# ---- design 1 ----
### src/rtl/fpu_requester.sv
// -----------------------------------------------------------------------------
// fpu_requester
//   Initiator side of the FPU operand/result handshake. Takes one command
//   (operation plus two operands) from a CPU-side valid/ready port. It then
//   runs the four-phase input_rdy/input_ack and output_rdy/output_ack exchange
//   with the FPU. The captured result and its classification flags are
//   returned on a valid/ready response port. Only one operation is in flight
//   at a time.
//
// Build option
//   FPU_TIMEOUT_EN : enables a per-phase watchdog. If an FPU handshake phase
//                    lasts TIMEOUT_CYCLES cycles, the exchange is abandoned.
//                    The response then carries an all-ones NaN with
//                    rsp_timeout_o=1. Without this macro there is no
//                    watchdog, rsp_timeout_o is 0, and a hung FPU stalls.
//
// Ports
//   clk_i, rst_ni        clock (rising edge), asynchronous active-low reset
//   cmd_valid_i/ready_o  command handshake; cmd_op_i, cmd_a_i, cmd_b_i payload
//   rsp_valid_o/ready_i  response handshake; rsp_result_o, rsp_flags_o
//                        {is_nan,is_inf,is_zero}, rsp_timeout_o
//   busy_o               high whenever the requester is not idle
//   fpu_operation_o, fpu_data_a_o, fpu_data_b_o   operands driven to the FPU
//   fpu_input_rdy_o / fpu_input_ack_i             operand handshake
//   fpu_output_rdy_i / fpu_output_ack_o           result handshake
//   fpu_result_i                                  result from the FPU
// -----------------------------------------------------------------------------
module fpu_requester #(
  parameter int WIDTH          = 32,
  parameter int OP_WIDTH       = 4,
  parameter int TIMEOUT_CYCLES = 256
) (
  input  logic                clk_i,
  input  logic                rst_ni,
  input  logic                cmd_valid_i,
  output logic                cmd_ready_o,
  input  logic [OP_WIDTH-1:0] cmd_op_i,
  input  logic [WIDTH-1:0]    cmd_a_i,
  input  logic [WIDTH-1:0]    cmd_b_i,
  output logic                rsp_valid_o,
  input  logic                rsp_ready_i,
  output logic [WIDTH-1:0]    rsp_result_o,
  output logic [2:0]          rsp_flags_o,
  output logic                rsp_timeout_o,
  output logic                busy_o,
  output logic [OP_WIDTH-1:0] fpu_operation_o,
  output logic [WIDTH-1:0]    fpu_data_a_o,
  output logic [WIDTH-1:0]    fpu_data_b_o,
  output logic                fpu_input_rdy_o,
  input  logic                fpu_input_ack_i,
  input  logic                fpu_output_rdy_i,
  output logic                fpu_output_ack_o,
  input  logic [WIDTH-1:0]    fpu_result_i
);

  localparam int EXP_W  = 8;
  localparam int FRAC_W = WIDTH - 1 - EXP_W;

  typedef enum logic [2:0] {
    S_IDLE,
    S_ISSUE,
    S_WAIT,
    S_ACK,
    S_RESP
  } state_e;

  state_e                state_q, state_d;
  logic                  ready_en_q;   // holds cmd_ready low until the first edge after reset
  logic [OP_WIDTH-1:0]   op_q;
  logic [WIDTH-1:0]      a_q, b_q;
  logic [WIDTH-1:0]      result_q;
  logic [2:0]            flags_q;
  logic                  accept;
  logic                  capture;
  logic                  input_rdy;
  logic                  output_ack;

  // {is_nan, is_inf, is_zero} for an IEEE-754 value; the sign is ignored.
  function automatic logic [2:0] classify(input logic [WIDTH-1:0] v);
    logic exp_ones;
    logic exp_zero;
    logic frac_zero;
    exp_ones  = &v[WIDTH-2 -: EXP_W];
    exp_zero  = ~|v[WIDTH-2 -: EXP_W];
    frac_zero = ~|v[FRAC_W-1:0];
    return {exp_ones & ~frac_zero, exp_ones & frac_zero, exp_zero & frac_zero};
  endfunction

`ifdef FPU_TIMEOUT_EN
  logic [15:0] cnt_q, cnt_d;
  logic        timeout_q;
  logic        in_phase;
  logic        timeout_hit;

  assign in_phase    = (state_q == S_ISSUE) || (state_q == S_WAIT) || (state_q == S_ACK);
  assign timeout_hit = in_phase && (cnt_q == 16'(TIMEOUT_CYCLES));
`endif

  // Next-state and handshake outputs.
  always_comb begin
    state_d    = state_q;
    accept     = 1'b0;
    capture    = 1'b0;
    input_rdy  = 1'b0;
    output_ack = 1'b0;
    unique case (state_q)
      S_IDLE: begin
        if (cmd_valid_i && ready_en_q) begin
          accept  = 1'b1;
          state_d = S_ISSUE;
        end
      end
      S_ISSUE: begin
        input_rdy = 1'b1;
        // A simultaneous output_rdy is deliberately ignored here; WAIT
        // picks it up on the following cycle.
        if (fpu_input_ack_i) begin
          state_d = S_WAIT;
        end
      end
      S_WAIT: begin
        if (fpu_output_rdy_i) begin
          capture = 1'b1;
          state_d = S_ACK;
        end
      end
      S_ACK: begin
        // Four-phase: ack stays up until the FPU withdraws output_rdy.
        output_ack = 1'b1;
        if (!fpu_output_rdy_i) begin
          state_d = S_RESP;
        end
      end
      S_RESP: begin
        if (rsp_ready_i) begin
          state_d = S_IDLE;
        end
      end
      default: state_d = S_IDLE;
    endcase
`ifdef FPU_TIMEOUT_EN
    // The watchdog overrides any handshake progress in the same cycle.
    if (timeout_hit) begin
      capture    = 1'b0;
      input_rdy  = 1'b0;
      output_ack = 1'b0;
      state_d    = S_RESP;
    end
`endif
  end

`ifdef FPU_TIMEOUT_EN
  // Phase counter restarts on every state change.
  always_comb begin
    cnt_d = 16'd0;
    if (in_phase && (state_d == state_q)) begin
      cnt_d = cnt_q + 16'd1;
    end
  end
`endif

  always_ff @(posedge clk_i or negedge rst_ni) begin
    if (!rst_ni) begin
      state_q    <= S_IDLE;
      ready_en_q <= 1'b0;
      op_q       <= '0;
      a_q        <= '0;
      b_q        <= '0;
      result_q   <= '0;
      flags_q    <= 3'b000;
`ifdef FPU_TIMEOUT_EN
      cnt_q      <= 16'd0;
      timeout_q  <= 1'b0;
`endif
    end else begin
      state_q    <= state_d;
      ready_en_q <= 1'b1;
      if (accept) begin
        op_q <= cmd_op_i;
        a_q  <= cmd_a_i;
        b_q  <= cmd_b_i;
`ifdef FPU_TIMEOUT_EN
        timeout_q <= 1'b0;
`endif
      end
      if (capture) begin
        result_q <= fpu_result_i;
        flags_q  <= classify(fpu_result_i);
      end
`ifdef FPU_TIMEOUT_EN
      cnt_q <= cnt_d;
      if (timeout_hit) begin
        result_q  <= {WIDTH{1'b1}};
        flags_q   <= classify({WIDTH{1'b1}});
        timeout_q <= 1'b1;
      end
`endif
    end
  end

  assign cmd_ready_o      = (state_q == S_IDLE) && ready_en_q;
  assign busy_o           = (state_q != S_IDLE);
  assign rsp_valid_o      = (state_q == S_RESP);
  assign rsp_result_o     = result_q;
  assign rsp_flags_o      = flags_q;
  assign fpu_operation_o  = op_q;
  assign fpu_data_a_o     = a_q;
  assign fpu_data_b_o     = b_q;
  assign fpu_input_rdy_o  = input_rdy;
  assign fpu_output_ack_o = output_ack;
`ifdef FPU_TIMEOUT_EN
  assign rsp_timeout_o    = timeout_q;
`else
  assign rsp_timeout_o    = 1'b0;
`endif

endmodule

### config.mk
export PLATFORM = sky130hd
export DESIGN_NAME = fpu_requester
export DESIGN_NICKNAME = d
export VERILOG_FILES = /design/src/rtl/fpu_requester.sv
export SDC_FILE = /design/constraint.sdc
export NUM_CORES = 1
export LEC_CHECK = 0
export CELL_PAD_IN_SITES_DETAIL_PLACEMENT = 1
export CELL_PAD_IN_SITES_GLOBAL_PLACEMENT = 1
export CORE_MARGIN = 2
export CORE_UTILIZATION = 29
export CTS_BUF_LIST = sky130_fd_sc_hd__clkbuf_8
export CTS_CLUSTER_SIZE = 28
export DETAILED_ROUTE_END_ITERATION = 8
export PLACE_DENSITY_LB_ADDON = 0.1
export SYNTH_ARGS = -nofsm -noshare
export SYNTH_HDL_FRONTEND = slang
export SYNTH_SLANG_ARGS = --single-unit
### constraint.sdc
create_clock -name clk_i -period 1.6 [get_ports clk_i]
set_input_delay 0.48 -clock clk_i [delete_from_list [all_inputs] [get_ports clk_i]]
set_output_delay 0.48 -clock clk_i [all_outputs]
set_load 0.1 [all_outputs]
# ---- design 2 ----
File: src/rtl/udp_tx_pkt_arbiter.sv
// udp_tx_pkt_arbiter
// Packet-granular round-robin arbiter. It shares one 512-bit EthernetTx fragment
// input among NUM_SRC requesters. A grant is held from the first beat of a packet
// until its last beat is accepted, so packets never interleave. The m_* outputs
// come from a single output register and can drive io_dataIn_* directly.
// Optional feature: define ARB_PKT_CNT_EN to add per-source 32-bit packet
// counters on the pkt_cnt output.
module udp_tx_pkt_arbiter #(
  parameter int NUM_SRC = 2,
  parameter int DATA_W  = 512,
  parameter int KEEP_W  = 64,
  parameter int BN_W    = 16,
  parameter int GID_W   = 1
) (
  input  logic                      clk,
  input  logic                      aresetn,
  input  logic [NUM_SRC-1:0]        s_valid,
  output logic [NUM_SRC-1:0]        s_ready,
  input  logic [NUM_SRC-1:0]        s_last,
  input  logic [NUM_SRC*DATA_W-1:0] s_data,
  input  logic [NUM_SRC*BN_W-1:0]   s_byteNum,
  input  logic [NUM_SRC*KEEP_W-1:0] s_tkeep,
  output logic                      m_valid,
  input  logic                      m_ready,
  output logic                      m_last,
  output logic [DATA_W-1:0]         m_data,
  output logic [BN_W-1:0]           m_byteNum,
  output logic [KEEP_W-1:0]         m_tkeep,
  output logic [GID_W-1:0]          grant_id,
  output logic                      busy
`ifdef ARB_PKT_CNT_EN
  ,
  output logic [NUM_SRC*32-1:0]     pkt_cnt
`endif
);

  typedef enum logic [0:0] {
    ST_IDLE = 1'b0,
    ST_PASS = 1'b1
  } state_e;

  state_e             state_q;
  logic [GID_W-1:0]   grant_q;
  logic [GID_W-1:0]   last_grant_q;
  logic               busy_q;

  logic               m_valid_q;
  logic               m_last_q;
  logic [DATA_W-1:0]  m_data_q;
  logic [BN_W-1:0]    m_byteNum_q;
  logic [KEEP_W-1:0]  m_tkeep_q;

  logic               sel_valid_s;
  logic               sel_last_s;
  logic [DATA_W-1:0]  sel_data_s;
  logic [BN_W-1:0]    sel_byteNum_s;
  logic [KEEP_W-1:0]  sel_tkeep_s;

  logic               out_free_s;
  logic               accept_s;
  logic               arb_found_s;
  logic [GID_W-1:0]   arb_idx_s;
  logic [GID_W:0]     cand_s;

  // The output register can take a new beat when it is empty or being drained now.
  assign out_free_s = ~m_valid_q | m_ready;
  assign accept_s   = (state_q == ST_PASS) & sel_valid_s & out_free_s;

  // Mux the granted source's beat; indices >= NUM_SRC never match a grant.
  always_comb begin
    sel_valid_s   = 1'b0;
    sel_last_s    = 1'b0;
    sel_data_s    = '0;
    sel_byteNum_s = '0;
    sel_tkeep_s   = '0;
    for (int i = 0; i < NUM_SRC; i++) begin
      if (GID_W'(i) == grant_q) begin
        sel_valid_s   = s_valid[i];
        sel_last_s    = s_last[i];
        sel_data_s    = s_data[i*DATA_W +: DATA_W];
        sel_byteNum_s = s_byteNum[i*BN_W +: BN_W];
        sel_tkeep_s   = s_tkeep[i*KEEP_W +: KEEP_W];
      end else begin
        sel_valid_s   = sel_valid_s;
      end
    end
  end

  // Only the granted source sees ready, and only while passing a packet.
  always_comb begin
    s_ready = '0;
    for (int i = 0; i < NUM_SRC; i++) begin
      if ((state_q == ST_PASS) && (GID_W'(i) == grant_q)) begin
        s_ready[i] = out_free_s;
      end else begin
        s_ready[i] = 1'b0;
      end
    end
  end

  // Round-robin search starting just after the last source that finished a packet.
  always_comb begin
    arb_found_s = 1'b0;
    arb_idx_s   = '0;
    cand_s      = '0;
    for (int k = 1; k <= NUM_SRC; k++) begin
      cand_s = {1'b0, last_grant_q} + (GID_W+1)'(k);
      if (cand_s >= (GID_W+1)'(NUM_SRC)) begin
        cand_s = cand_s - (GID_W+1)'(NUM_SRC);
      end else begin
        cand_s = cand_s;
      end
      for (int i = 0; i < NUM_SRC; i++) begin
        if (!arb_found_s && s_valid[i] && (GID_W'(i) == cand_s[GID_W-1:0])) begin
          arb_found_s = 1'b1;
          arb_idx_s   = GID_W'(i);
        end else begin
          arb_found_s = arb_found_s;
        end
      end
    end
  end

  // Packet-level FSM: grant in IDLE, hold the grant in PASS until the last beat is accepted.
  always_ff @(posedge clk or negedge aresetn) begin
    if (!aresetn) begin
      state_q      <= ST_IDLE;
      grant_q      <= '0;
      last_grant_q <= GID_W'(NUM_SRC - 1);
      busy_q       <= 1'b0;
    end else begin
      case (state_q)
        ST_IDLE: begin
          if (arb_found_s) begin
            grant_q <= arb_idx_s;
            state_q <= ST_PASS;
            busy_q  <= 1'b1;
          end
        end
        ST_PASS: begin
          if (accept_s && sel_last_s) begin
            last_grant_q <= grant_q;
            state_q      <= ST_IDLE;
            busy_q       <= 1'b0;
          end
        end
        default: begin
          state_q <= ST_IDLE;
          busy_q  <= 1'b0;
        end
      endcase
    end
  end

  // Output register: load on accept, empty after a drain, otherwise hold everything.
  always_ff @(posedge clk or negedge aresetn) begin
    if (!aresetn) begin
      m_valid_q   <= 1'b0;
      m_last_q    <= 1'b0;
      m_data_q    <= '0;
      m_byteNum_q <= '0;
      m_tkeep_q   <= '0;
    end else if (accept_s) begin
      m_valid_q   <= 1'b1;
      m_last_q    <= sel_last_s;
      m_data_q    <= sel_data_s;
      m_byteNum_q <= sel_byteNum_s;
      m_tkeep_q   <= sel_tkeep_s;
    end else if (m_valid_q && m_ready) begin
      m_valid_q   <= 1'b0;
    end
  end

  assign m_valid   = m_valid_q;
  assign m_last    = m_last_q;
  assign m_data    = m_data_q;
  assign m_byteNum = m_byteNum_q;
  assign m_tkeep   = m_tkeep_q;
  assign grant_id  = grant_q;
  assign busy      = busy_q;

`ifdef ARB_PKT_CNT_EN
  logic [NUM_SRC*32-1:0] pkt_cnt_q;

  // Count completed packets per source; wraps naturally at 2^32.
  always_ff @(posedge clk or negedge aresetn) begin
    if (!aresetn) begin
      pkt_cnt_q <= '0;
    end else begin
      for (int i = 0; i < NUM_SRC; i++) begin
        if (accept_s && sel_last_s && (GID_W'(i) == grant_q)) begin
          pkt_cnt_q[i*32 +: 32] <= pkt_cnt_q[i*32 +: 32] + 32'd1;
        end
      end
    end
  end

  assign pkt_cnt = pkt_cnt_q;
`endif

endmodule
File: config.mk
export PLATFORM = sky130hd
export DESIGN_NAME = udp_tx_pkt_arbiter
export DESIGN_NICKNAME = d
export VERILOG_FILES = /design/src/rtl/udp_tx_pkt_arbiter.sv
export SDC_FILE = /design/constraint.sdc
export NUM_CORES = 1
export LEC_CHECK = 0
export CAP_MARGIN = 20
export CORE_AREA = 4 4 702 704
export CTS_CLUSTER_SIZE = 24
export DETAILED_ROUTE_END_ITERATION = 12
export DIE_AREA = 0 0 706 708
export PLACE_DENSITY = 0.3
export SLEW_MARGIN = 5
export SYNTH_ARGS = -nofsm -noshare
export SYNTH_HDL_FRONTEND = slang
export SYNTH_SLANG_ARGS = --single-unit
export TNS_END_PERCENT = 5
File: constraint.sdc
create_clock -name clk -period 2.24 [get_ports clk]
set_input_delay 0.672 -clock clk [delete_from_list [all_inputs] [get_ports clk]]
set_output_delay 0.672 -clock clk [all_outputs]
set_load 0.01 [all_outputs]
# ---- design 3 ----
$ cat src/rtl/ram_burst_master.sv
// Burst initiator for a single-port synchronous RAM: turns valid/ready burst
// requests into per-beat RAM write/read cycles and returns read data on a response channel.
module ram_burst_master #(
  parameter int DATA_WIDTH = 8,
  parameter int ADDR_WIDTH = 4,
  parameter int LEN_WIDTH  = 4
) (
  input  logic                  clk,
  input  logic                  rst,
  input  logic                  req_valid,
  output logic                  req_ready,
  input  logic                  req_write,
  input  logic [ADDR_WIDTH-1:0] req_addr,
  input  logic [LEN_WIDTH-1:0]  req_len,
  input  logic                  wdata_valid,
  output logic                  wdata_ready,
  input  logic [DATA_WIDTH-1:0] wdata,
  output logic                  rsp_valid,
  input  logic                  rsp_ready,
  output logic [DATA_WIDTH-1:0] rsp_rdata,
  output logic                  busy,
  output logic                  done,
  output logic                  mem_we,
  output logic                  mem_re,
  output logic [ADDR_WIDTH-1:0] mem_addr,
  output logic [DATA_WIDTH-1:0] mem_din,
  input  logic [DATA_WIDTH-1:0] mem_dout
);

  typedef enum logic [2:0] {
    IDLE,
    WR,
    RD_ISSUE,
    RD_WAIT,
    RD_RESP
  } state_e;

  state_e                  state_q, state_d;
  logic [ADDR_WIDTH-1:0]   cur_addr_q, cur_addr_d;
  logic [LEN_WIDTH-1:0]    beats_left_q, beats_left_d;
  logic                    rsp_valid_q, rsp_valid_d;
  logic [DATA_WIDTH-1:0]   rsp_rdata_q, rsp_rdata_d;
  logic                    done_q, done_d;

  // NOTE: every signal written here gets a default first, so no path can leave
  // one unassigned and infer a latch.
  always_comb begin
    state_d      = state_q;
    cur_addr_d   = cur_addr_q;
    beats_left_d = beats_left_q;
    rsp_valid_d  = rsp_valid_q;
    rsp_rdata_d  = rsp_rdata_q;
    done_d       = 1'b0;
    req_ready    = 1'b0;
    wdata_ready  = 1'b0;
    mem_we       = 1'b0;
    mem_re       = 1'b0;

    unique case (state_q)
      IDLE: begin
        req_ready = 1'b1;
        if (req_valid) begin
          cur_addr_d   = req_addr;
          beats_left_d = req_len;
          state_d      = req_write ? WR : RD_ISSUE;
        end
      end
      WR: begin
        wdata_ready = 1'b1;
        mem_we      = wdata_valid;
        if (wdata_valid) begin
          if (beats_left_q == '0) begin
            state_d = IDLE;
            done_d  = 1'b1;
          end else begin
            cur_addr_d   = cur_addr_q + ADDR_WIDTH'(1);
            beats_left_d = beats_left_q - LEN_WIDTH'(1);
          end
        end
      end
      RD_ISSUE: begin
        mem_re  = 1'b1;
        state_d = RD_WAIT;
      end
      RD_WAIT: begin
        // RAM output is valid now, one cycle after it sampled mem_re.
        rsp_rdata_d = mem_dout;
        rsp_valid_d = 1'b1;
        state_d     = RD_RESP;
      end
      RD_RESP: begin
        if (rsp_ready) begin
          rsp_valid_d = 1'b0;
          if (beats_left_q == '0) begin
            state_d = IDLE;
            done_d  = 1'b1;
          end else begin
            cur_addr_d   = cur_addr_q + ADDR_WIDTH'(1);
            beats_left_d = beats_left_q - LEN_WIDTH'(1);
            state_d      = RD_ISSUE;
          end
        end
      end
      default: state_d = IDLE;
    endcase
  end

  // NOTE: state registers use non-blocking assignments so every flop samples
  // pre-edge values regardless of statement order.
  always_ff @(posedge clk or negedge rst) begin
    if (!rst) begin
      state_q      <= IDLE;
      cur_addr_q   <= '0;
      beats_left_q <= '0;
      rsp_valid_q  <= 1'b0;
      rsp_rdata_q  <= '0;
      done_q       <= 1'b0;
    end else begin
      state_q      <= state_d;
      cur_addr_q   <= cur_addr_d;
      beats_left_q <= beats_left_d;
      rsp_valid_q  <= rsp_valid_d;
      rsp_rdata_q  <= rsp_rdata_d;
      done_q       <= done_d;
    end
  end

  assign mem_addr  = cur_addr_q;
  assign mem_din   = wdata;
  assign rsp_valid = rsp_valid_q;
  assign rsp_rdata = rsp_rdata_q;
  assign busy      = (state_q != IDLE);
  assign done      = done_q;

endmodule

$ cat config.mk
export PLATFORM = sky130hd
export DESIGN_NAME = ram_burst_master
export DESIGN_NICKNAME = d
export VERILOG_FILES = /design/src/rtl/ram_burst_master.sv
export SDC_FILE = /design/constraint.sdc
export NUM_CORES = 1
export LEC_CHECK = 0
export ABC_AREA = 1
export ABC_CLOCK_PERIOD_IN_PS = 1450
export CORE_MARGIN = 10
export CORE_UTILIZATION = 40
export DETAILED_ROUTE_END_ITERATION = 12
export PLACE_DENSITY = 0.77
export SKIP_CTS_REPAIR_TIMING = 1
export SYNTH_ARGS = -nofsm -noshare
export SYNTH_HDL_FRONTEND = slang
export SYNTH_SLANG_ARGS = --single-unit
$ cat constraint.sdc
create_clock -name clk -period 1.45 [get_ports clk]
set_input_delay 0.435 -clock clk [delete_from_list [all_inputs] [get_ports clk]]
set_output_delay 0.435 -clock clk [all_outputs]
set_load 0.05 [all_outputs]
design_1/congestion_map.png
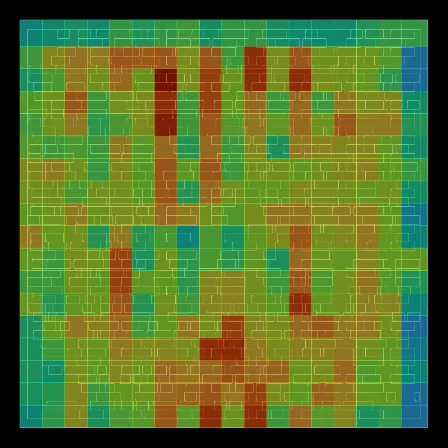
drt wl/cell: 20.3 um
GR Util met3: 0.0569
met2 track utilization from global routing: 0.321
most heavily used metal layer in global routing: met2
met1 capacity usage during global routing: 0.248

==> Table 3: Implementation characteristics, design 1 <==
Physical implementation characteristics

Parameter                              Value

Placed design
  DP Worst Slack .................. -0.436 ns
  Cell count after placement .................. 673
  Post-DP Area .................. 0.00810 mm2

Global routing
  Antenna violations before repair .................. 0

Setup path
  Highest net fanout along the worst path .................. 6

Outcome
  Result of the run .................. finished with violations
  Failing checks .................. setup timing

Cells and area
  Final net count .................. 636

STA
  Setup violation total in the final timing report .................. 108
  Max Clock Skew .................. 0.0119 ns
  Final Slew Violations .................. 0
  Final critical-path setup slack .................. -0.396 ns

Detailed routing
  Total via count after detailed routing .................. 3281

Logic synthesis
  Seq share, synth .................. 0.627
  Ao+oa area frac .................. 0.0120
  Main logic family after synthesis .................. multiplexers
  Netlist area before placement .................. 0.00427 mm2
  Synth Area in Adders .................. 0
  Number of flops mapped to enable cells by yosys .................. 0

Clock tree
  Hold buffers post-CTS .................. 0

Floorplanning
  Vertical die dimension .................. 125 um
==> design 1: registers in the layout, indices dropped and copies added (netlist names) <==
signal / count
ready_en_q: 1
state_q: 3
fpu_data_a_o: 32
fpu_operation_o: 4
rsp_flags_o: 3
rsp_result_o: 32
fpu_data_b_o: 32
==> design 1: routing by layer <==
metal,vias up,share of wire
li1,1464,-
met5,-,0
met1,1672,0.42
met4,0,0.018
met2,123,0.50
met3,22,0.067
==> design 1: cell type report <==
class | count | area, um2 | area share
flip-flops and latches | 107 | 2680 | 0.297
repair buffers | 272 | 4070 | 0.451
clock inverters | 5 | 36.3 | 0.00403
multi-input cells | 135 | 1830 | 0.203
clock buffers | 11 | 151 | 0.0168
inverters | 5 | 18.8 | 0.00208
well taps | 184 | 230 | 0.0256
==> design 1: what timing repair did <==
action | CTS | global route
pin swaps | 5 | 3
setup endpoints to repair | 108 | 108
resized | 58 | 15
setup buffers | 21 | 3
cloned | 12 | 1
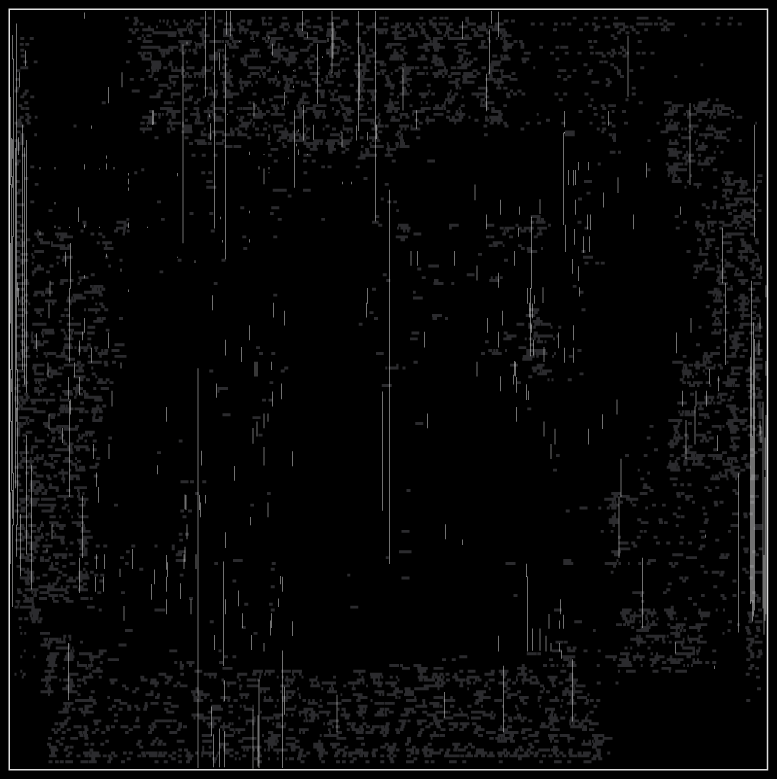
design_2/m4.png
Cells faint in the background.
The wires run mostly vertical. The layer holds 3.2% of the routed length. The layer carries 12100 um of wire. 302 nets have wire on it.

design_2/m2.png
The bar under the picture is 200 um long. Cells faint in the background.
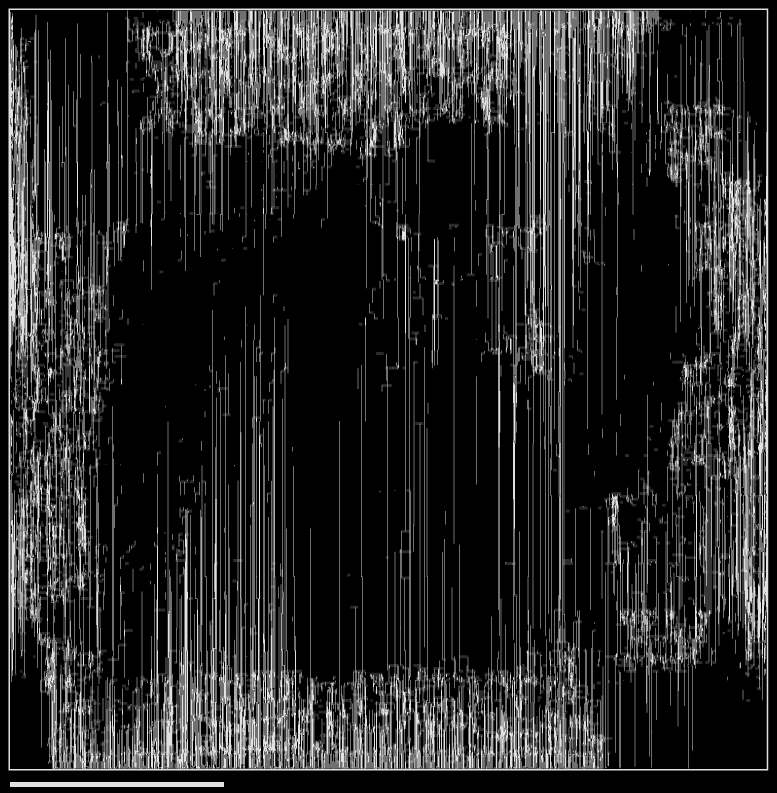
The wires run mostly vertical. The layer carries 184 mm of wire. The layer holds 49% of the routed length. 5063 nets have wire on it.
total via count after detailed routing: 34000
total detailed-routing wirelength: 372000 um
met2 track utilization from global routing: 0.253

==> Table 3: Implementation characteristics, design 2 <==
Physical implementation characteristics

Parameter                              Value

Outcome
  Result of the run .................. finished with violations
  Failing checks .................. setup timing

Logic synthesis
  Main logic family after synthesis .................. AND-OR/OR-AND gates
  Post-synthesis register bit count .................. 598
  Post-synth top cells .................. 597 x sky130_fd_sc_hd__dfrtp_1, 592 x sky130_fd_sc_hd__a21oi_1, 592 x sky130_fd_sc_hd__a31oi_1, 592 x sky130_fd_sc_hd__mux2i_1, 197 x sky130_fd_sc_hd__clkbuf_1
  Distinct cells, synth .................. 22
  Syn Nets .................. 3916
  Top cell type by instance count after synthesis .................. sky130_fd_sc_hd__dfrtp_1
  Seq share, synth .................. 0.508
  Area share of and/or/nand/nor cells after synthesis .................. 0.00174

Detailed routing
  Drt first pass iters .................. 5
  Number of design-rule violations left by the first detailed-router iteration .................. 2175

Clock tree
  Number of clock sinks seen by CTS .................. 598
  Deepest level of the CTS H-tree .................. 3
  Number of gates given a new drive strength after cts .................. 1151
  Clock latency on the worst-skew pair .................. 0.84 ns

Global routing
  Overflow after GRT .................. 0

STA
  Fin. Hold Viols .................. 0
  Final critical-path setup slack .................. -0.211 ns
  Max Clock Skew .................. 0.0392 ns
  Setup violation total in the final timing report .................. 16

Cells and area
  Most common cell after layout, fill and taps aside .................. sky130_fd_sc_hd__clkdlybuf4s50_1
  Max reg flops .................. 512

Hold path
  Hold wc startpoint .................. s_data[400]

Placed design
  Port buffer count .................. 1788
## design 2: layer usage
metal,vias to the layer above,global-route usage
met3,756,0.0598
met5,-,0
met1,16900,0.157
li1,14200,-
met4,144,0.0291
met2,1890,0.253
## design 2: worst max path at each step
| stage | start | cells after the start | slack, ns | to |
|---|---|---|---|---|
| 2_1_floorplan | m_ready | 5 | 0.06 | s_ready[0] |
| 3_3_place_gp | m_ready | 6 | -0.93 | s_ready[0] |
| 3_5_place_dp | m_ready | 6 | -0.79 | s_ready[0] |
| 4_1_cts | m_valid | 3 | -0.36 | s_ready[1] |
| 5_1_grt | m_valid | 3 | -0.31 | s_ready[1] |
| 6_report | m_valid | 3 | -0.21 | s_ready[1] |
## design 2: metrics by stage
stage,setup WS (ns),area [um2]
after floorplan,0.0640,29500
after global placement,-0.930,56500
after detailed placement,-0.788,56500
after CTS,-0.361,58900
after global routing,-0.312,59100
final,-0.211,59200
design_3/congestion_map.png
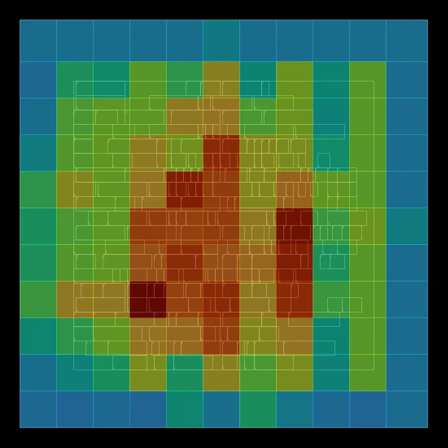
drt wl/cell: 17.2 um
utilization after layout: 0.741
Total GRT Usage: 0.119
met2 track utilization from global routing: 0.199
met1 capacity usage during global routing: 0.128

==> Table 3: Implementation characteristics, design 3 <==
Physical implementation characteristics

Parameter                              Value

Run
  OpenROAD warnings .................. 28

Setup path
  Cell breakdown of the critical path .................. nor2_4 > inv_2 > nor2_4 > inv_2 > buf_8
  Crit path DRT .................. 1.02 ns

Global routing
  Largest net degree at the start of global routing .................. 22
  Antenna violations before repair .................. 0
  Wire length of the first global-routing pass .................. 5860 um
  Overflow after GRT .................. 0

Outcome
  Failing checks .................. setup timing
  Result of the run .................. finished with violations

STA
  WHS .................. 0.439 ns
  Fin. Hold Viols .................. 0
  Setup violation total in the final timing report .................. 15
  Fraction of the cycle the final worst path needs .................. 1.25
  Final critical-path setup slack .................. -0.364 ns
  Slew at the pin closest to its max-slew limit .................. 0.282 ns
  Final Slew Violations .................. 0

Detailed routing
  Drt first pass iters .................. 4
  Sum of met2 wire segment lengths after detailed routing .................. 2130 um

Logic synthesis
  Main logic family after synthesis .................. simple AND/OR/NAND/NOR gates
  Syn Nets .................. 184
  Yosys synthesis chip area .................. 0.00129 mm2
  Top cell type by instance count after synthesis .................. sky130_fd_sc_hd__nand2_1
  Mapped Cells .................. 152

Clock tree
  TritonCTS clock tree .................. built

Cells and area
  Total of fill cells in the finished design .................. 199
  Post-route standard cell area excluding fillers .................. 0.00228 mm2
==> design 3: area by class of cell <==
| cell class | instances | area share |
|---|---|---|
| clock buffer | 4 | 0.0115 |
| timing repair buffer | 64 | 0.359 |
| multi-input combinational | 101 | 0.342 |
| tap | 44 | 0.0241 |
| sequential | 21 | 0.232 |
| inverter | 18 | 0.0313 |
==> design 3: flip-flops by register name, summed over array words and instances (netlist names) <==
name	count
rsp_rdata	8
beats_left_q	4
mem_addr	4
state_q	3
done	1
rsp_valid	1
==> design 3: critical path, delay by kind of cell, from the launching register on <==
kind / cells / cell delay (ns)
and+or+nand+nor: 2 / 0.30
DFF: 1 / 0.49
buffers and inverters: 3 / 0.25
==> design 3: worst paths after layout <==
| kind | from | endpoint | cells past startpoint |
|---|---|---|---|
| min in group clk | rsp_valid | rsp_valid | 2 |
| hold reg to reg | rsp_valid | rsp_valid | 2 |
| setup reg to reg | state_q[0] | mem_addr[3] | 10 |
| hold / removal | rst | rsp_rdata[7] | 2 |
| setup / recovery | state_q[1] | busy | 5 |
| max in group asynchronous | rst | beats_left_q[2] | 2 |

# ---- design 4 ----
design_4/m1.png
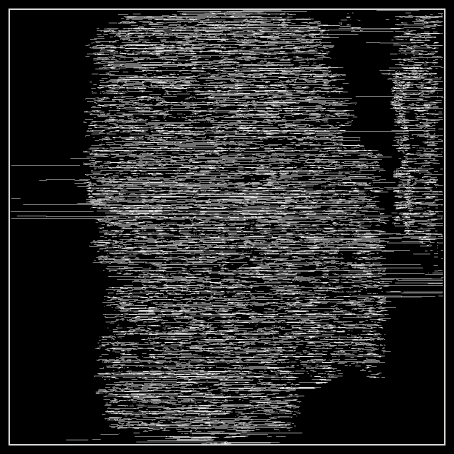

==> src/rtl/decode.sv <==
// MIPS instruction-decode stage: IF/ID register, 32x32 register file, load-use stall.
// Optional same-cycle write-through on the read ports when DECODE_REGFILE_BYPASS_EN is defined.
module decode #(
   parameter logic [31:0] NOP_INSTR = 32'h0000_0000
) (
   input  logic        i_clk,
   input  logic        i_rst_n,
   input  logic [31:0] i_data_Instr,
   input  logic [31:0] i_addr_NextPC,
   input  logic        i_con_Stall,
   input  logic        i_con_Flush,
   input  logic        i_con_RegWrite,
   input  logic [4:0]  i_addr_WriteReg,
   input  logic [31:0] i_data_WriteData,
   input  logic        i_con_ExMemRead,
   input  logic [4:0]  i_addr_ExRt,
   output logic        o_con_Stall,
   output logic        o_con_Valid,
   output logic [5:0]  o_data_Opcode,
   output logic [5:0]  o_data_Funct,
   output logic [4:0]  o_addr_Rs,
   output logic [4:0]  o_addr_Rt,
   output logic [4:0]  o_addr_Rd,
   output logic [31:0] o_data_ReadData1,
   output logic [31:0] o_data_ReadData2,
   output logic [31:0] o_data_SignImm,
   output logic [31:0] o_addr_NextPC,
   output logic [31:0] o_addr_BranchTarget
);

   logic [31:0] r_instr;
   logic [31:0] r_nextpc;
   logic        r_valid;
   logic [31:0] r_regs [32];

   logic [4:0]  w_rs, w_rt;
   logic [31:0] w_simm;
   logic        w_wr_en;

   assign w_rs    = r_instr[25:21];
   assign w_rt    = r_instr[20:16];
   assign w_simm  = {{16{r_instr[15]}}, r_instr[15:0]};
   assign w_wr_en = i_con_RegWrite && (i_addr_WriteReg != 5'd0);

   // Not qualified by r_valid: a spurious stall on a bubble costs nothing.
   assign o_con_Stall = i_con_ExMemRead && (i_addr_ExRt != 5'd0) &&
                        ((i_addr_ExRt == w_rs) || (i_addr_ExRt == w_rt));

   always_ff @(posedge i_clk or negedge i_rst_n) begin
      if (!i_rst_n) begin
         r_instr  <= NOP_INSTR;
         r_nextpc <= '0;
         r_valid  <= 1'b0;
      end else if (i_con_Flush) begin
         r_instr  <= NOP_INSTR;
         r_nextpc <= '0;
         r_valid  <= 1'b0;
      end else if (!(i_con_Stall || o_con_Stall)) begin
         r_instr  <= i_data_Instr;
         r_nextpc <= i_addr_NextPC;
         r_valid  <= 1'b1;
      end
   end

   // Write-back is independent of stall/flush; entry 0 is never written.
   always_ff @(posedge i_clk or negedge i_rst_n) begin
      if (!i_rst_n) begin
         for (int i = 0; i < 32; i++) r_regs[i] <= '0;
      end else if (w_wr_en) begin
         r_regs[i_addr_WriteReg] <= i_data_WriteData;
      end
   end

`ifdef DECODE_REGFILE_BYPASS_EN
   assign o_data_ReadData1 = (w_wr_en && (i_addr_WriteReg == w_rs)) ? i_data_WriteData : r_regs[w_rs];
   assign o_data_ReadData2 = (w_wr_en && (i_addr_WriteReg == w_rt)) ? i_data_WriteData : r_regs[w_rt];
`else
   assign o_data_ReadData1 = r_regs[w_rs];
   assign o_data_ReadData2 = r_regs[w_rt];
`endif

   assign o_con_Valid         = r_valid && !o_con_Stall;
   assign o_data_Opcode       = r_instr[31:26];
   assign o_data_Funct        = r_instr[5:0];
   assign o_addr_Rs           = w_rs;
   assign o_addr_Rt           = w_rt;
   assign o_addr_Rd           = r_instr[15:11];
   assign o_data_SignImm      = w_simm;
   assign o_addr_NextPC       = r_nextpc;
   assign o_addr_BranchTarget = r_nextpc + {w_simm[29:0], 2'b00};

endmodule

==> config.mk <==
export PLATFORM = sky130hd
export DESIGN_NAME = decode
export DESIGN_NICKNAME = d
export VERILOG_FILES = /design/src/rtl/decode.sv
export SDC_FILE = /design/constraint.sdc
export NUM_CORES = 2
export LEC_CHECK = 0
export CAP_MARGIN = 10
export CORE_MARGIN = 2
export CORE_UTILIZATION = 35
export DETAILED_ROUTE_END_ITERATION = 12
export SYNTH_ARGS = -nofsm -noshare
export SYNTH_HDL_FRONTEND = slang
export SYNTH_SLANG_ARGS = --single-unit
==> constraint.sdc <==
create_clock -name i_clk -period 6.21 [get_ports i_clk]
set_input_delay 1.242 -clock i_clk [delete_from_list [all_inputs] [get_ports i_clk]]
set_output_delay 1.242 -clock i_clk [all_outputs]
set_load 0.02 [all_outputs]
# ---- design 5 ----
### src/rtl/i281_fetch_unit.sv
// i281 instruction fetch sequencer and instruction register; feeds the opcode decoder.
// Optional single-step mode (step input, PAUSE state) enabled by defining I281_FETCH_SINGLE_STEP_EN.
module i281_fetch_unit #(
  parameter int unsigned PC_W    = 6,
  parameter int unsigned INSTR_W = 16
) (
  input  logic               clk,
  input  logic               rst_n,
  input  logic               run,
  output logic [PC_W-1:0]    imem_addr,
  output logic               imem_re,
  input  logic [INSTR_W-1:0] imem_rdata,
  output logic [7:0]         opcode_out,
  output logic               dec_en,
  output logic [7:0]         imm_out,
  input  logic               exec_done,
  input  logic               branch_take,
  input  logic               halt_req,
  output logic [PC_W-1:0]    pc_out,
  output logic               halted
`ifdef I281_FETCH_SINGLE_STEP_EN
  ,
  input  logic               step
`endif
);

  localparam logic [2:0] S_IDLE   = 3'd0;
  localparam logic [2:0] S_FETCH  = 3'd1;
  localparam logic [2:0] S_LOAD   = 3'd2;
  localparam logic [2:0] S_DECODE = 3'd3;
  localparam logic [2:0] S_EXEC   = 3'd4;
  localparam logic [2:0] S_HALT   = 3'd5;
`ifdef I281_FETCH_SINGLE_STEP_EN
  localparam logic [2:0] S_PAUSE  = 3'd6;
`endif

  logic [2:0]         state, state_d;
  logic [PC_W-1:0]    pc, pc_d;
  logic [INSTR_W-1:0] ir, ir_d;
  logic [PC_W-1:0]    imem_addr_d;
  logic               imem_re_d;
  logic               dec_en_d;
  logic               halted_d;
  logic [PC_W-1:0]    pc_inc;
  logic [PC_W-1:0]    pc_branch;
`ifdef I281_FETCH_SINGLE_STEP_EN
  logic               step_q;
  logic               step_rise;
`endif

  // Branch target is relative to the following instruction; offset is signed 8-bit.
  assign pc_inc    = pc + PC_W'(1);
  assign pc_branch = pc_inc + PC_W'($signed(ir[7:0]));

`ifdef I281_FETCH_SINGLE_STEP_EN
  assign step_rise = step & ~step_q;
`endif

  assign opcode_out = ir[INSTR_W-1 -: 8];
  assign imm_out    = ir[7:0];
  assign pc_out     = pc;

  // Next-state, datapath and next-output logic; outputs are registered off state_d.
  always_comb begin
    state_d = state;
    pc_d    = pc;
    ir_d    = ir;
    case (state)
      S_IDLE:   if (run) state_d = S_FETCH;
      S_FETCH:  state_d = S_LOAD;
      S_LOAD: begin
        ir_d    = imem_rdata;
        state_d = S_DECODE;
      end
      S_DECODE: state_d = S_EXEC;
      S_EXEC: begin
        if (exec_done) begin
          pc_d = branch_take ? pc_branch : pc_inc;
          if (halt_req) begin
            state_d = S_HALT;
          end else begin
`ifdef I281_FETCH_SINGLE_STEP_EN
            state_d = S_PAUSE;
`else
            state_d = S_FETCH;
`endif
          end
        end
      end
      S_HALT:   state_d = S_HALT;
`ifdef I281_FETCH_SINGLE_STEP_EN
      S_PAUSE:  if (step_rise) state_d = S_FETCH;
`endif
      default:  state_d = S_IDLE;
    endcase

    imem_re_d   = (state_d == S_FETCH);
    dec_en_d    = (state_d == S_DECODE);
    halted_d    = (state_d == S_HALT);
    imem_addr_d = pc_d;
`ifdef I281_FETCH_SINGLE_STEP_EN
    // PAUSE presents an idle bus; only the debug/decoder views keep their values.
    if (state_d == S_PAUSE) imem_addr_d = '0;
`endif
  end

  always_ff @(posedge clk or negedge rst_n) begin
    if (!rst_n) begin
      state     <= S_IDLE;
      pc        <= '0;
      ir        <= '0;
      imem_addr <= '0;
      imem_re   <= 1'b0;
      dec_en    <= 1'b0;
      halted    <= 1'b0;
    end else begin
      state     <= state_d;
      pc        <= pc_d;
      ir        <= ir_d;
      imem_addr <= imem_addr_d;
      imem_re   <= imem_re_d;
      dec_en    <= dec_en_d;
      halted    <= halted_d;
    end
  end

`ifdef I281_FETCH_SINGLE_STEP_EN
  // Edge detector so a held step advances only one instruction.
  always_ff @(posedge clk or negedge rst_n) begin
    if (!rst_n) step_q <= 1'b0;
    else        step_q <= step;
  end
`endif

endmodule

### config.mk
export PLATFORM = sky130hd
export DESIGN_NAME = i281_fetch_unit
export DESIGN_NICKNAME = d
export VERILOG_FILES = /design/src/rtl/i281_fetch_unit.sv
export SDC_FILE = /design/constraint.sdc
export NUM_CORES = 1
export LEC_CHECK = 0
export CAP_MARGIN = 15
export CORE_MARGIN = 5
export CORE_UTILIZATION = 28
export DETAILED_ROUTE_END_ITERATION = 8
export DONT_BUFFER_PORTS = 1
export PLACE_DENSITY = 0.51
export SETUP_SLACK_MARGIN = 0.5
export SLEW_MARGIN = 20
export SYNTH_ARGS = -nofsm -noshare
export SYNTH_HDL_FRONTEND = slang
export SYNTH_SLANG_ARGS = --single-unit
### constraint.sdc
create_clock -name clk -period 3.3 [get_ports clk]
set_input_delay 0.495 -clock clk [delete_from_list [all_inputs] [get_ports clk]]
set_output_delay 0.495 -clock clk [all_outputs]
set_load 0.01 [all_outputs]
design_4/m3.png
The bar under the picture is 100 um long.
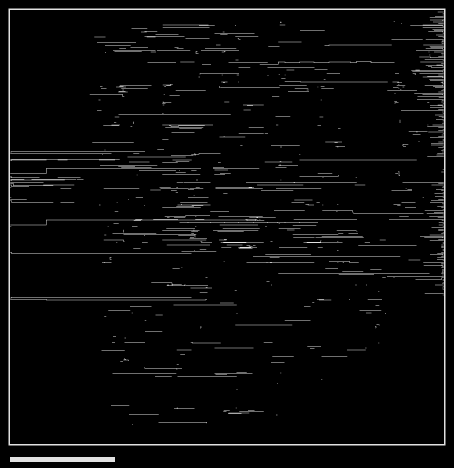
390 nets have wire on it. The layer holds 5.7% of the routed length. The longest straight run is 191 um. The wires run mostly horizontal. The layer carries 9990 um of wire.

## Picture notes: design_4/m1.png
The layer holds 43% of the routed length. The longest straight run is 121 um. The wires run mostly horizontal.

==> Table 3: Implementation characteristics, design 4 <==
Physical implementation characteristics

Parameter                              Value

Outcome
  Result of the run .................. finished clean

Logic synthesis
  Mapped Cells .................. 3679
  Area share of the leading cell type in the synthesized netlist .................. 0.465
  Ao+oa area frac .................. 0.0117
  Number of flops mapped to enable cells by yosys .................. 0

STA
  RSZ-0062 raised after global routing .................. no
  Slew at the pin closest to its max-slew limit .................. 1.26 ns
  Fmax .................. 0.183 GHz

Clock tree
  Clock transition at the registers of the reported paths .................. 0.06 ns
  Number of clock sinks seen by CTS .................. 1089
  Hold buffers post-CTS .................. 0
  CTS Buf Count .................. 116

Cells and area
  Top library cells by usage in the layout, fill and taps aside .................. 1079 x sky130_fd_sc_hd__dfrtp_1, 1032 x sky130_fd_sc_hd__mux2_2, 640 x sky130_fd_sc_hd__mux4_2
  Final net count .................. 3885
  Fraction of area in registers .................. 0.403
  Synth-to-Final Area Change .................. 15.6%
  Data-path buffer share of cell area in the final layout .................. 0.0603

Setup path
  Kind of critical path .................. reg -> out
  Critical-path cell with the highest stage delay .................. sky130_fd_sc_hd__dfrtp_4
  CP Capture Point .................. o_data_ReadData2[20]

Pwr
  Ratio of total power to cell area .................. 312 mW/mm2
  Portion of total power attributed to combinational logic .................. 0.218
  Leak pwr .................. 27.9 nW
  Proportion of power drawn by the clock network .................. 0.340

Placed design
  Post-DP Area .................. 0.0637 mm2
  Final HPWL from detailed placement .................. 99700 um

Detailed routing
  Routed via count divided by cell count .................. 5.77
  Total detailed-routing wirelength .................. 175000 um
==> design 4: synthesized netlist by cell type, types with 23 or more instances <==
cell / count
sky130_fd_sc_hd__nand2_1: 39
sky130_fd_sc_hd__o21ai_0: 23
sky130_fd_sc_hd__mux2_2: 1032
sky130_fd_sc_hd__mux2i_1: 65
sky130_fd_sc_hd__clkbuf_1: 275
sky130_fd_sc_hd__buf_1: 54
sky130_fd_sc_hd__buf_4: 56
sky130_fd_sc_hd__mux2_1: 25
sky130_fd_sc_hd__a21oi_1: 28
sky130_fd_sc_hd__ha_1: 29
sky130_fd_sc_hd__mux4_2: 640
sky130_fd_sc_hd__nor2_1: 107
sky130_fd_sc_hd__buf_2: 41
sky130_fd_sc_hd__dfrtp_1: 1089
==> design 4: per-layer routing <==
metal | global-route usage | part of all wire | vias up
met2 | 0.340 | 0.49 | 979
met1 | 0.278 | 0.43 | 19200
li1 | - | - | 14400
met4 | 0.0587 | 0.025 | 30
met3 | 0.0370 | 0.057 | 260
met5 | 0 | 0.00094 | -
==> design 4: sequential cells by signal (all words and copies together), names as in the netlist <==
| signal | cells |
|---|---|
| o_addr_NextPC | 32 |
| r_instr | 32 |
| r_valid | 1 |
| r_regs | 1024 |
design_5/closeup.png
The bar under the picture is 5 um long. Region (11, 52) to (31, 72) um. Cells in grey, sequential cells in the stronger grey; small squares are vias.
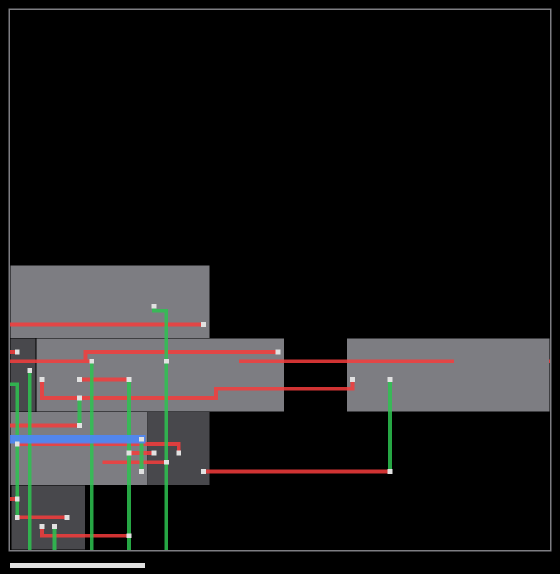
Key: M1 = red; M3 = blue; M2 = green
Sequential cells in the window: 4. 6 logic cells have their middle in the window. Most frequent: dfrtp_1 (4), and2_1 (1), nor3b_1 (1). Netlist names of flops here include state (2).

==> Table 3: Implementation characteristics, design 5 <==
Physical implementation characteristics

Parameter                              Value

Pwr
  Leak pwr .................. 0.677 nW
  Power spent charging and discharging nets .................. 0.000796 W

Cells and area
  Fraction of final layout cells with drive strength greater than 1 .................. 0.176
  Largest register by flop count .................. ir
  Clock-cell share of area .................. 0.0445
  Most area-hungry cell class in the final design .................. flip-flops and latches
  Post-route standard cell area excluding fillers .................. 0.00160 mm2
  Utilization after layout .................. 0.314
  Logic share of the area .................. 0.433
  Most common cell after layout, fill and taps aside .................. sky130_fd_sc_hd__dfrtp_1
  Top library cells by usage in the layout, fill and taps aside .................. 26 x sky130_fd_sc_hd__dfrtp_1, 8 x sky130_fd_sc_hd__nor2_1, 8 x sky130_fd_sc_hd__mux2_2

STA
  Fraction of the cycle the final worst path needs .................. 0.781
  Slew at the pin closest to its max-slew limit .................. 0.430 ns
  RSZ-0062 raised after global routing .................. no

Setup path
  Worst endpoint data arrival time .................. 2.74 ns
  Crit path DRT .................. 3.47 ns

Clock tree
  TritonCTS clock tree .................. built
  Deepest level of the CTS H-tree .................. 1

Logic synthesis
  Main logic family after synthesis .................. multiplexers
  Post-synth top cells .................. 28 x sky130_fd_sc_hd__dfrtp_1, 8 x sky130_fd_sc_hd__mux2_2, 8 x sky130_fd_sc_hd__nor2_1

Floorplanning
  Vertical die dimension .................. 82.4 um

Outcome
  Result of the run .................. finished clean

Detailed routing
  Total detailed-routing wirelength .................. 2980 um

Global routing
  Antenna violations before repair .................. 0
  Largest net degree at the start of global routing .................. 29
## design 5: worst max-delay path: stages, from the launching register on
cell,delay (ns)
sky130_fd_sc_hd__dfrtp_2,0.50
sky130_fd_sc_hd__ha_1,0.27
sky130_fd_sc_hd__xor2_1,0.16
sky130_fd_sc_hd__ha_1,0.35
sky130_fd_sc_hd__o21ai_1,0.12
sky130_fd_sc_hd__or4_1,0.48
sky130_fd_sc_hd__nand4_1,0.13
sky130_fd_sc_hd__mux2_4,0.32
sky130_fd_sc_hd__xor2_2,0.14
## design 5: kinds of logic (layout without fill, tap and decap cells)
group | Yosys count | after routing
adders and majority gates | 8 | 8
and+or+nand+nor | 32 | 32
xor gates and xnor gates | 7 | 7
muxes | 18 | 18
DFF | 28 | 28
buffers and inverters | 14 | 10
AOI/OAI and AO/OA | 22 | 22
## design 5: routing by layer
metal  GRT usage  vias to the layer above  wire [um]
met5           0                        -          0
met4      0.0249                        0         36
met3      0.0336                        2        217
met2       0.155                       31       1480
met1       0.108                      435       1250
li1            -                      439          -
## design 5: what timing repair did
action | in CTS | in global routing
hold buffers | 1 | 0
endpoints found under the hold margin | 28 | 0
gates resized | 0 | 2
endpoints found under the setup margin | 0 | 1

==> gallery <==
Congestion heat map.
image #1
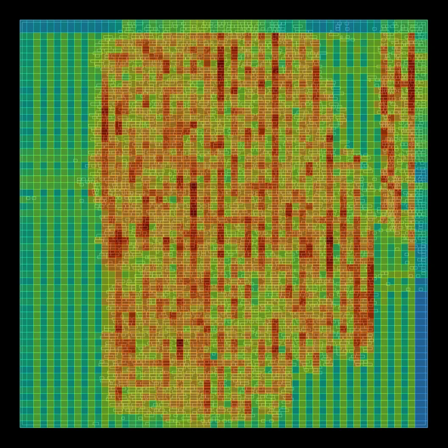
image #2
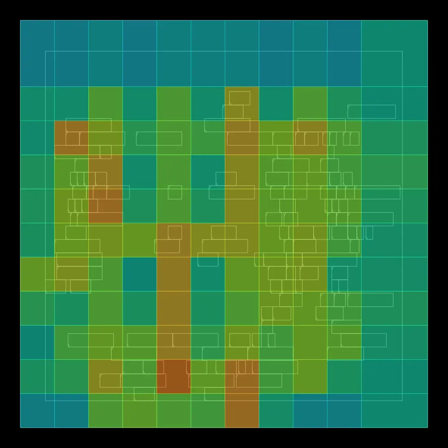
| from | picture |
|---|---|
| design 4 | image #1 |
| design 5 | image #2 |
- highest utilization: image #1
- most wire per cell: image #1



==> notes/layouts.md <==
Pictures saved along the way, in no particular order.

Met1 routing.
picture 1
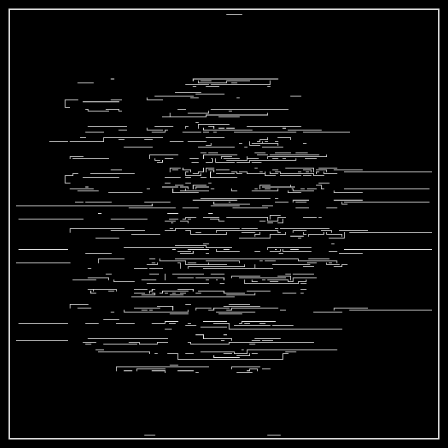
picture 2
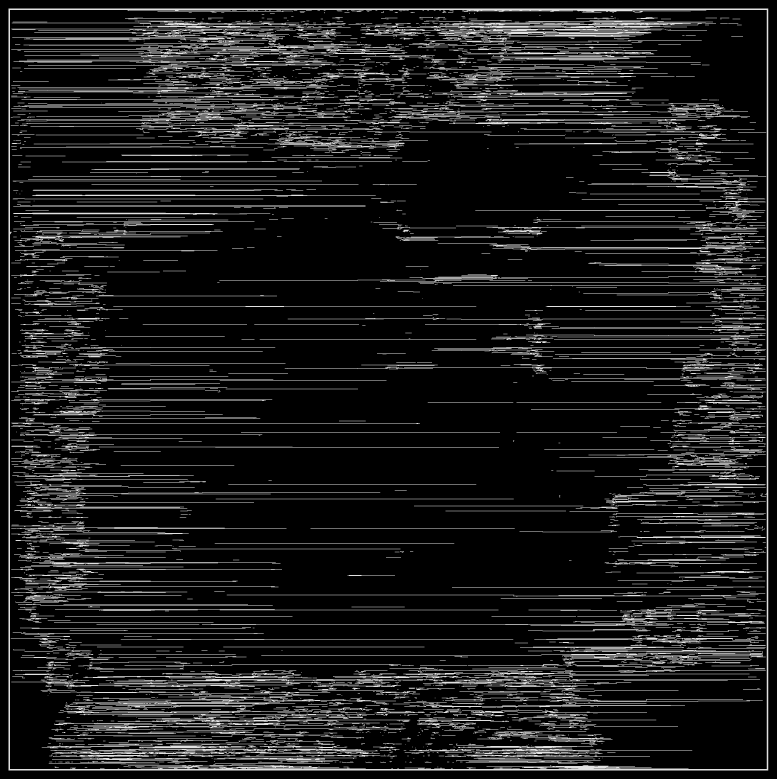
picture 3
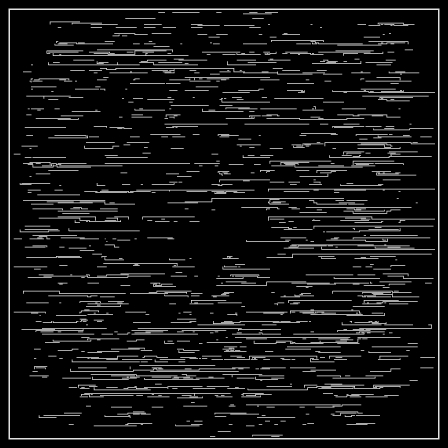
picture 4
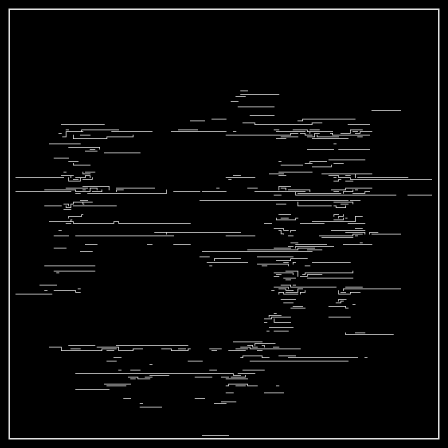
For design 2, see picture 2.
For design 3, see picture 1.
For design 1, see picture 3.
For design 5, see picture 4.

No activity file was given, so power comes from the tool's default toggle rates.
